=== scan_decoder ===
===== config.mk =====
export PLATFORM = sky130hd
export DESIGN_NAME = scan_decoder
export DESIGN_NICKNAME = d
export VERILOG_FILES = /design/src/rtl/scan_decoder_pkg.sv /design/src/rtl/scan_decoder_onecold_dec.sv /design/src/rtl/scan_decoder.sv
export SDC_FILE = /design/constraint.sdc
export NUM_CORES = 1
export LEC_CHECK = 0
export ABC_AREA = 1
export CORE_ASPECT_RATIO = 1.25
export CORE_MARGIN = 2
export CORE_UTILIZATION = 50
export CTS_BUF_LIST = sky130_fd_sc_hd__clkbuf_16
export DETAILED_ROUTE_END_ITERATION = 10
export MAX_ROUTING_LAYER = met4
export PLACE_DENSITY = 0.75
export SYNTH_ARGS = -nofsm -noshare
export SYNTH_HDL_FRONTEND = slang
export SYNTH_HIERARCHICAL = 1
export SYNTH_SLANG_ARGS = --single-unit

===== constraint.sdc =====
create_clock -name clk -period 5.03 [get_ports clk]
set_input_delay 1.006 -clock clk [delete_from_list [all_inputs] [get_ports clk]]
set_output_delay 1.006 -clock clk [all_outputs]
set_load 0.02 [all_outputs]

===== src/rtl/scan_decoder_pkg.sv =====
// Shared types and helpers for the scan_decoder block.
package scan_decoder_pkg;

   localparam int unsigned MAX_SEL_W = 8;
   localparam int unsigned MAX_OUT   = 2**MAX_SEL_W;

   typedef enum logic [1:0] {
      StIdle,
      StDrive,
      StGap
   } state_e;

   // Full-width active-low one-cold vector; callers truncate to their output count.
   function automatic logic [MAX_OUT-1:0] onecold_n(input logic [MAX_SEL_W-1:0] idx);
      logic [MAX_OUT-1:0] v;
      v      = '1;
      v[idx] = 1'b0;
      return v;
   endfunction

endpackage


===== src/rtl/scan_decoder_onecold_dec.sv =====
// Combinational SEL_W-to-2**SEL_W active-low decoder; all outputs high when en is low.
module scan_decoder_onecold_dec
   import scan_decoder_pkg::*;
#(
   parameter int unsigned SEL_W = 3
) (
   input  logic [SEL_W-1:0]    idx,
   input  logic                en,
   output logic [2**SEL_W-1:0] dec_n
);

   localparam int unsigned N_OUT = 2**SEL_W;

   always_comb begin
      dec_n = '1;
      if (en) begin
         dec_n = N_OUT'(onecold_n(MAX_SEL_W'(idx)));
      end
   end

endmodule


===== src/rtl/scan_decoder.sv =====
// Registered active-low one-cold decoder with manual decode and auto-scan modes,
// break-before-make blanking between driven outputs.
module scan_decoder
   import scan_decoder_pkg::*;
#(
   parameter int unsigned SEL_W = 3,
   parameter int unsigned DWELL = 4,
   parameter int unsigned BLANK = 1
) (
   input  logic                clk,
   input  logic                rst_,
   input  logic                enb_,
   input  logic                mode,
   input  logic [SEL_W-1:0]    sel,
   output logic [2**SEL_W-1:0] o,
   output logic [SEL_W-1:0]    cur,
   output logic                wrap
);

   localparam int unsigned N_OUT   = 2**SEL_W;
   localparam int unsigned CNT_MAX = (DWELL > BLANK) ? DWELL : BLANK;
   localparam int unsigned CNT_W   = $clog2(CNT_MAX + 1);
   localparam logic [CNT_W-1:0] DWELL_LAST = CNT_W'(DWELL - 1);
   localparam logic [CNT_W-1:0] BLANK_LAST = CNT_W'((BLANK > 0) ? BLANK - 1 : 0);
   localparam bit HAS_GAP = (BLANK > 0);

   if (DWELL < 1 || SEL_W < 1 || SEL_W > MAX_SEL_W) begin : g_param_check
      $error("scan_decoder: need DWELL >= 1 and 1 <= SEL_W <= %0d", MAX_SEL_W);
   end

   state_e           state_q, state_d;
   logic [SEL_W-1:0] cur_q, cur_d, target;
   logic [CNT_W-1:0] cnt_q, cnt_d;
   logic             wrap_q, wrap_d;
   logic             mode_q;
   logic             drive_en;
   logic [N_OUT-1:0] o_q, o_d;

   always_ff @(posedge clk or negedge rst_) begin
      if (!rst_) begin
         state_q <= StIdle;
         cur_q   <= '0;
         cnt_q   <= '0;
         wrap_q  <= 1'b0;
         mode_q  <= 1'b0;
         o_q     <= '1;
      end else begin
         state_q <= state_d;
         cur_q   <= cur_d;
         cnt_q   <= cnt_d;
         wrap_q  <= wrap_d;
         mode_q  <= mode;
         o_q     <= o_d;
      end
   end

   always_comb begin
      state_d = state_q;
      cur_d   = cur_q;
      cnt_d   = cnt_q;
      wrap_d  = 1'b0;
      // Scan keeps its own position; manual follows sel.
      target  = mode ? cur_q : sel;
      if (enb_) begin
         state_d = StIdle;
         cnt_d   = '0;
      end else begin
         unique case (state_q)
            StIdle: begin
               state_d = StDrive;
               cur_d   = target;
               cnt_d   = '0;
            end
            StDrive: begin
               // A mode change retargets exactly like an index change.
               if ((mode != mode_q) || (!mode && (sel != cur_q))) begin
                  cur_d   = target;
                  cnt_d   = '0;
                  state_d = HAS_GAP ? StGap : StDrive;
               end else if (mode) begin
                  if (cnt_q == DWELL_LAST) begin
                     cur_d   = cur_q + 1'b1;
                     cnt_d   = '0;
                     wrap_d  = &cur_q;
                     state_d = HAS_GAP ? StGap : StDrive;
                  end else begin
                     cnt_d = cnt_q + 1'b1;
                  end
               end
            end
            StGap: begin
               cur_d = target;
               if (cnt_q == BLANK_LAST) begin
                  state_d = StDrive;
                  cnt_d   = '0;
               end else begin
                  cnt_d = cnt_q + 1'b1;
               end
            end
            default: begin
               state_d = StIdle;
               cnt_d   = '0;
            end
         endcase
      end
   end

   always_comb begin
      drive_en = (state_d == StDrive);
   end

   scan_decoder_onecold_dec #(
      .SEL_W (SEL_W)
   ) u_dec (
      .idx   (cur_d),
      .en    (drive_en),
      .dec_n (o_d)
   );

   assign o    = o_q;
   assign cur  = cur_q;
   assign wrap = wrap_q;

endmodule

==> scan_decoder/density.png <==
9 x 12 tiles, from white (low) to dark blue (high), 0 to 100% covered.
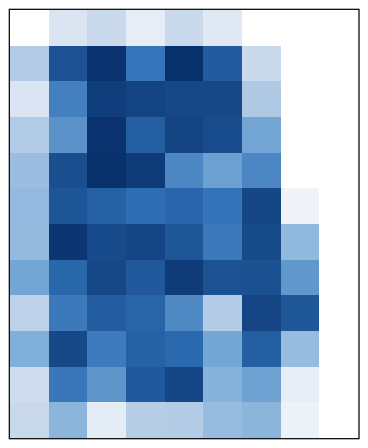
tiles over 75% full: 38%
densest ninth of the die: center
nearly empty tiles: 18%
mean over tiles: 52%
emptiest ninth of the die: upper right
fullest tile: 100%

==> impl_metrics.toml <==
# flow metrics
[clocking]
postCtsSetupBuffers = 0

[setup_path]
slowest_delay_ps = 730
reg2reg_slack_ps = 2910
cp.depth = 12
crit_path_max_fanout = 15
cp-endpoint = "o[2]"
path_buffers = 2
arrival_ps = 2990

[power]
p_leak_nw = 0.708
p_clk_share_pct = 32.3
power-top-group = "sequential cells"
powerDensity_nw_per_um2 = 331
seqPwrFrac_pct = 36.5

[detailed_routing]
first_pass_iters = 4
routed_wl_um = 2450
vias = 1014

[synthesis]
ys_ff = 18
synthFlopType = "dfrtp_1"
synth_nets = 170
synthCells = 153
synth.avg_cell_area_um2 = 7.65
largest_area_cell = "dfrtp_1"
topCellsByArea = "dfrtp_1 21%, dfstp_2 18%, nand2_1 14%"

[final_timing]
period_needed_ps = 2810
timing.final.ws_setup_ps = 2220
rsz0062_at_grt = "no"
finClkSkew_ps = 3.64

[layout]
final-nonclk-buf-share_pct = 12.4
comb_cells = 107
lay_top_count = "nand2_1"
drive_gt1_share_pct = 13.9
comb_share_pct = 41.3
num-nonclk-inverters = 26
num-nets-final = 191
area_growth_pct = 24.6

[floorplanning]
fp.dieH_um = 58.1
tapCellCount = 31
initial_core_util_pct = 52.9

[placement]
place_congestion = 0.864

[grt]
grt_pass1_wl_um = 4150
track_usage_pct = 21.7

[outcome]
status = "finished, final reports clean"

[job]
warnings = 31
-- cells by family after synthesis --
logic type / share of synthesized area (%)
and+or+nand+nor: 34.5
DFF: 39.4
xor gates and xnor gates: 0.749
AOI/OAI and AO/OA: 5.45
buffers and inverters: 9.20
adders and majority gates: 10.7
-- metal layers --
layer / wire [um] / up-vias / track usage [%] / part of all wire (%)
met4: 40 / 0 / 9.92 / 1.6
met3: 153 / 5 / 3.74 / 6.2
met1: 1010 / 461 / 27.6 / 41
met2: 1250 / 33 / 33.0 / 51
li1: - / 515 / - / -
met5: 0 / - / - / 0

=== enc_input_key ===
==> enc_input_key/registers.png <==
Other sequential cells in the stronger gray, the rest of the logic in the fainter gray.
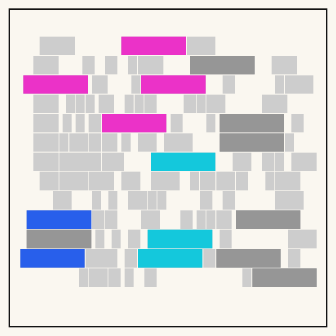
==> enc_input_key/met1.png <==
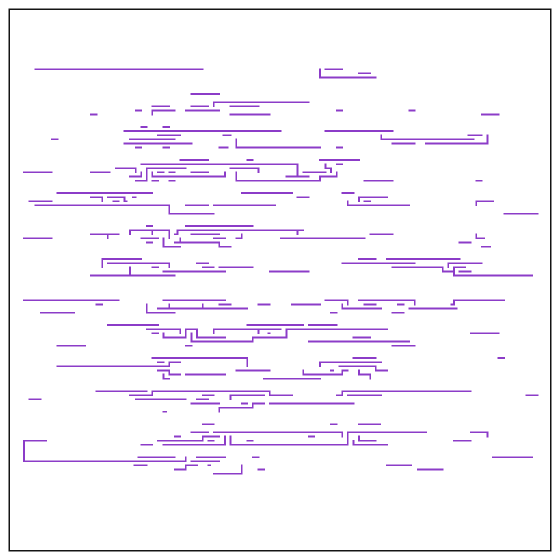
## src/rtl/enc_key_pkg.sv

```systemverilog
// enc_key_pkg: state encoding and default key shared by the key encoder, decoder side and benches
package enc_key_pkg;
   typedef enum logic [2:0] {IDLE, SEND_KEY, SEND_ARM, UNLOCKED, RELOCK} state_t;
   localparam int KEY_WIDTH_DEF = 4;
   localparam logic [KEY_WIDTH_DEF-1:0] KEY_DEFAULT = 4'b1010;
endpackage

```

## src/rtl/enc_input_key_key_shifter.sv

```systemverilog
// key_shifter: loadable MSB-first shift register with a down-counter flagging the last bit
module key_shifter #(
   parameter int W = 4
) (
   input  logic         Clk,
   input  logic         Reset,
   input  logic         i_load,
   input  logic         i_shift,
   input  logic [W-1:0] i_key,
   output logic         o_msb,
   output logic         o_last
);
   localparam int CW = (W > 1) ? $clog2(W) : 1;
   logic [W-1:0]  r_shift;
   logic [CW-1:0] r_cnt;
   always_ff @(posedge Clk or posedge Reset)
      if (Reset) begin
         r_shift <= '0;
         r_cnt   <= '0;
      end else if (i_load) begin
         r_shift <= i_key;
         r_cnt   <= CW'(W - 1);
      end else if (i_shift) begin
         r_shift <= r_shift << 1;
         r_cnt   <= r_cnt - CW'(1);
      end
   assign o_msb  = r_shift[W-1];
   assign o_last = r_cnt == '0;
endmodule

```

## src/rtl/enc_input_key.sv

```systemverilog
// enc_input_key: sends an unlock key plus arm strobe to the mode decoder, then drives the mode level
// Outputs are registered from the current state, so they trail the state register by one cycle.
module enc_input_key
   import enc_key_pkg::*;
#(
   parameter int                   KEY_WIDTH   = KEY_WIDTH_DEF,
   parameter logic [KEY_WIDTH-1:0] KEY_DEFAULT = enc_key_pkg::KEY_DEFAULT
) (
   input  logic                 Clk,
   input  logic                 Reset,
   input  logic                 Start,
   input  logic                 KeySel,
   input  logic [KEY_WIDTH-1:0] KeyIn,
   input  logic                 ModeWr,
   input  logic                 ModeIn,
   input  logic                 Relock,
   output logic                 InputKey,
   output logic                 ValidCmd,
   output logic                 PeerRst,
   output logic                 Busy,
   output logic                 Unlocked,
   output logic                 StartErr
);
   state_t r_state, w_next;
   logic r_mode, r_key, r_valid, r_peer, r_busy, r_unl, r_err;
   logic w_load, w_shift, w_msb, w_last;
   logic w_key, w_valid, w_peer, w_busy, w_unl, w_err;

   key_shifter #(.W(KEY_WIDTH)) u_shifter (
      .Clk    (Clk),
      .Reset  (Reset),
      .i_load (w_load),
      .i_shift(w_shift),
      .i_key  (KeySel ? KeyIn : KEY_DEFAULT),
      .o_msb  (w_msb),
      .o_last (w_last)
   );

   always_ff @(posedge Clk or posedge Reset)
      if (Reset) r_state <= IDLE;
      else       r_state <= w_next;

   always_comb begin
      w_next  = r_state;
      w_load  = 1'b0;
      w_shift = 1'b0;
      w_key   = 1'b0;
      w_valid = 1'b0;
      w_peer  = 1'b0;
      w_busy  = 1'b0;
      w_unl   = 1'b0;
      w_err   = r_err | (Start & (r_state != IDLE));
      case (r_state)
         IDLE: begin
            w_load = Start;
            w_next = Start ? SEND_KEY : IDLE;
         end
         SEND_KEY: begin
            w_valid = 1'b1;
            w_busy  = 1'b1;
            w_key   = w_msb;
            w_shift = 1'b1;
            w_next  = w_last ? SEND_ARM : SEND_KEY;
         end
         SEND_ARM: begin
            w_valid = 1'b1;
            w_busy  = 1'b1;
            w_next  = UNLOCKED;
         end
         UNLOCKED: begin
            // a write shows its new level together with its strobe; relock suppresses the strobe
            w_unl   = 1'b1;
            w_key   = ModeWr ? ModeIn : r_mode;
            w_valid = ModeWr & ~Relock;
            w_next  = Relock ? RELOCK : UNLOCKED;
         end
         RELOCK: begin
            w_peer = 1'b1;
            w_busy = 1'b1;
            w_next = IDLE;
         end
         default: w_next = IDLE;
      endcase
   end

   always_ff @(posedge Clk or posedge Reset)
      if (Reset) begin
         r_mode  <= 1'b0;
         r_key   <= 1'b0;
         r_valid <= 1'b0;
         r_peer  <= 1'b0;
         r_busy  <= 1'b0;
         r_unl   <= 1'b0;
         r_err   <= 1'b0;
      end else begin
         r_mode  <= ModeWr ? ModeIn : r_mode;
         r_key   <= w_key;
         r_valid <= w_valid;
         r_peer  <= w_peer;
         r_busy  <= w_busy;
         r_unl   <= w_unl;
         r_err   <= w_err;
      end

   assign InputKey = r_key;
   assign ValidCmd = r_valid;
   assign PeerRst  = r_peer;
   assign Busy     = r_busy;
   assign Unlocked = r_unl;
   assign StartErr = r_err;
endmodule

```

## config.mk

```make
export PLATFORM = sky130hd
export DESIGN_NAME = enc_input_key
export DESIGN_NICKNAME = d
export VERILOG_FILES = /design/src/rtl/enc_key_pkg.sv /design/src/rtl/enc_input_key_key_shifter.sv /design/src/rtl/enc_input_key.sv
export SDC_FILE = /design/constraint.sdc
export NUM_CORES = 1
export LEC_CHECK = 0
export ABC_AREA = 1
export ABC_CLOCK_PERIOD_IN_PS = 950
export CAP_MARGIN = 40
export CORE_UTILIZATION = 40
export CTS_CLUSTER_SIZE = 30
export DETAILED_ROUTE_END_ITERATION = 12
export PLACE_DENSITY = 0.77
export RECOVER_POWER = 100
export SLEW_MARGIN = 30
export SYNTH_ARGS = -nofsm -noshare
export SYNTH_HDL_FRONTEND = slang
export SYNTH_SLANG_ARGS = --single-unit
export TNS_END_PERCENT = 30
```

## constraint.sdc

```tcl
create_clock -name Clk -period 0.95 [get_ports Clk]
set_input_delay 0.19 -clock Clk [delete_from_list [all_inputs] [get_ports Clk]]
set_output_delay 0.19 -clock Clk [all_outputs]
set_load 0.02 [all_outputs]
```

==> impl_metrics.toml <==
# flow metrics
[outcome]
violations = "negative setup slack"
status = "finished with violations"

[setup_path]
slowest_delay_ps = 430
crit_path_max_fanout = 8
cp_slowest_cell = "dfrtp_1"

[layout]
lay_top_count = "nand2_1"
area_growth_pct = 39.7
seq_area_um2 = 400

[power]
seqPwrFrac_pct = 37.5
p_clk_share_pct = 16.0
sequentialPower_mw = 1.05
powerDensity_nw_per_um2 = 2770

[final_timing]
worst_slew_pin_slew_ps = 395
timing.final.ws_setup_ps = -101
finClkSkew_ps = 2.73
setup_viol = 15

[grt]
grt_max_degree = 17
use_met1_pct = 21.0
grt_use_met3_pct = 7.35

[synthesis]
ys_sh_mux_pct = 0
top_logic_kind = "simple AND/OR/NAND/NOR gates"

[clocking]
cts_resized = 38

[floorplanning]
boundaryPins = 17
tapCellCount = 24

[placement]
dp_hpwl_um = 1020

[detailed_routing]
first_iter_violations = 2
met3_length_um = 88
vias = 618
Notes on enc_input_key/registers.png above:
| signal | color | sequential cells |
|---|---|---|
| `u_shifter.r_shift` | magenta | 4 |
| `r_state` | cyan | 3 |
| `u_shifter.r_cnt` | blue | 2 |
not colored: 7

Notes on enc_input_key/met1.png above:
wire length on this layer: 654 um
nets with wire on the layer: 107
main direction: horizontal

through the flow:
stage	cells	setup slack, ps	power [mW]	hold WS, ps	utilization (%)
5_1_grt	130	-154	3.03	445	63.3
4_1_cts	130	-82.2	2.83	200	64.2
6_report	130	-101	2.79	412	63.3
3_3_place_gp	126	-189	2.26	445	60.8
3_5_place_dp	126	-229	2.31	455	60.8
2_1_floorplan	79	18.9	1.85	104	-


## Gallery

M2 wires.
Cells faint in the background.
image #1
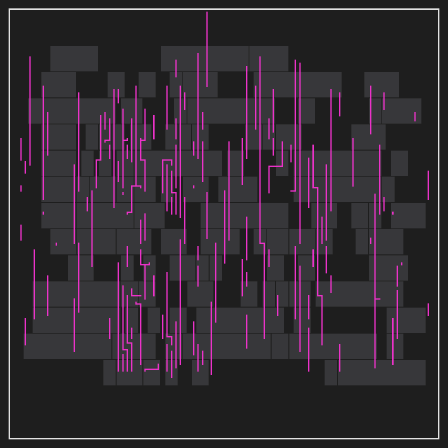
image #2
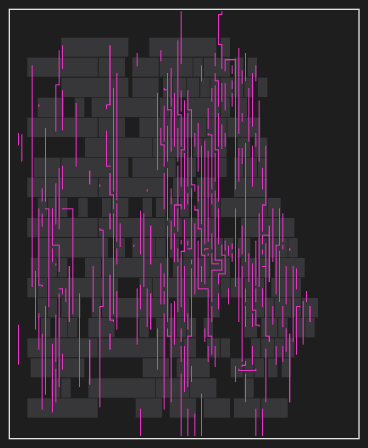
Image #1 is enc_input_key.
Image #2 is scan_decoder.

Power figures rest on the tool's default switching activity, not on a simulated workload.
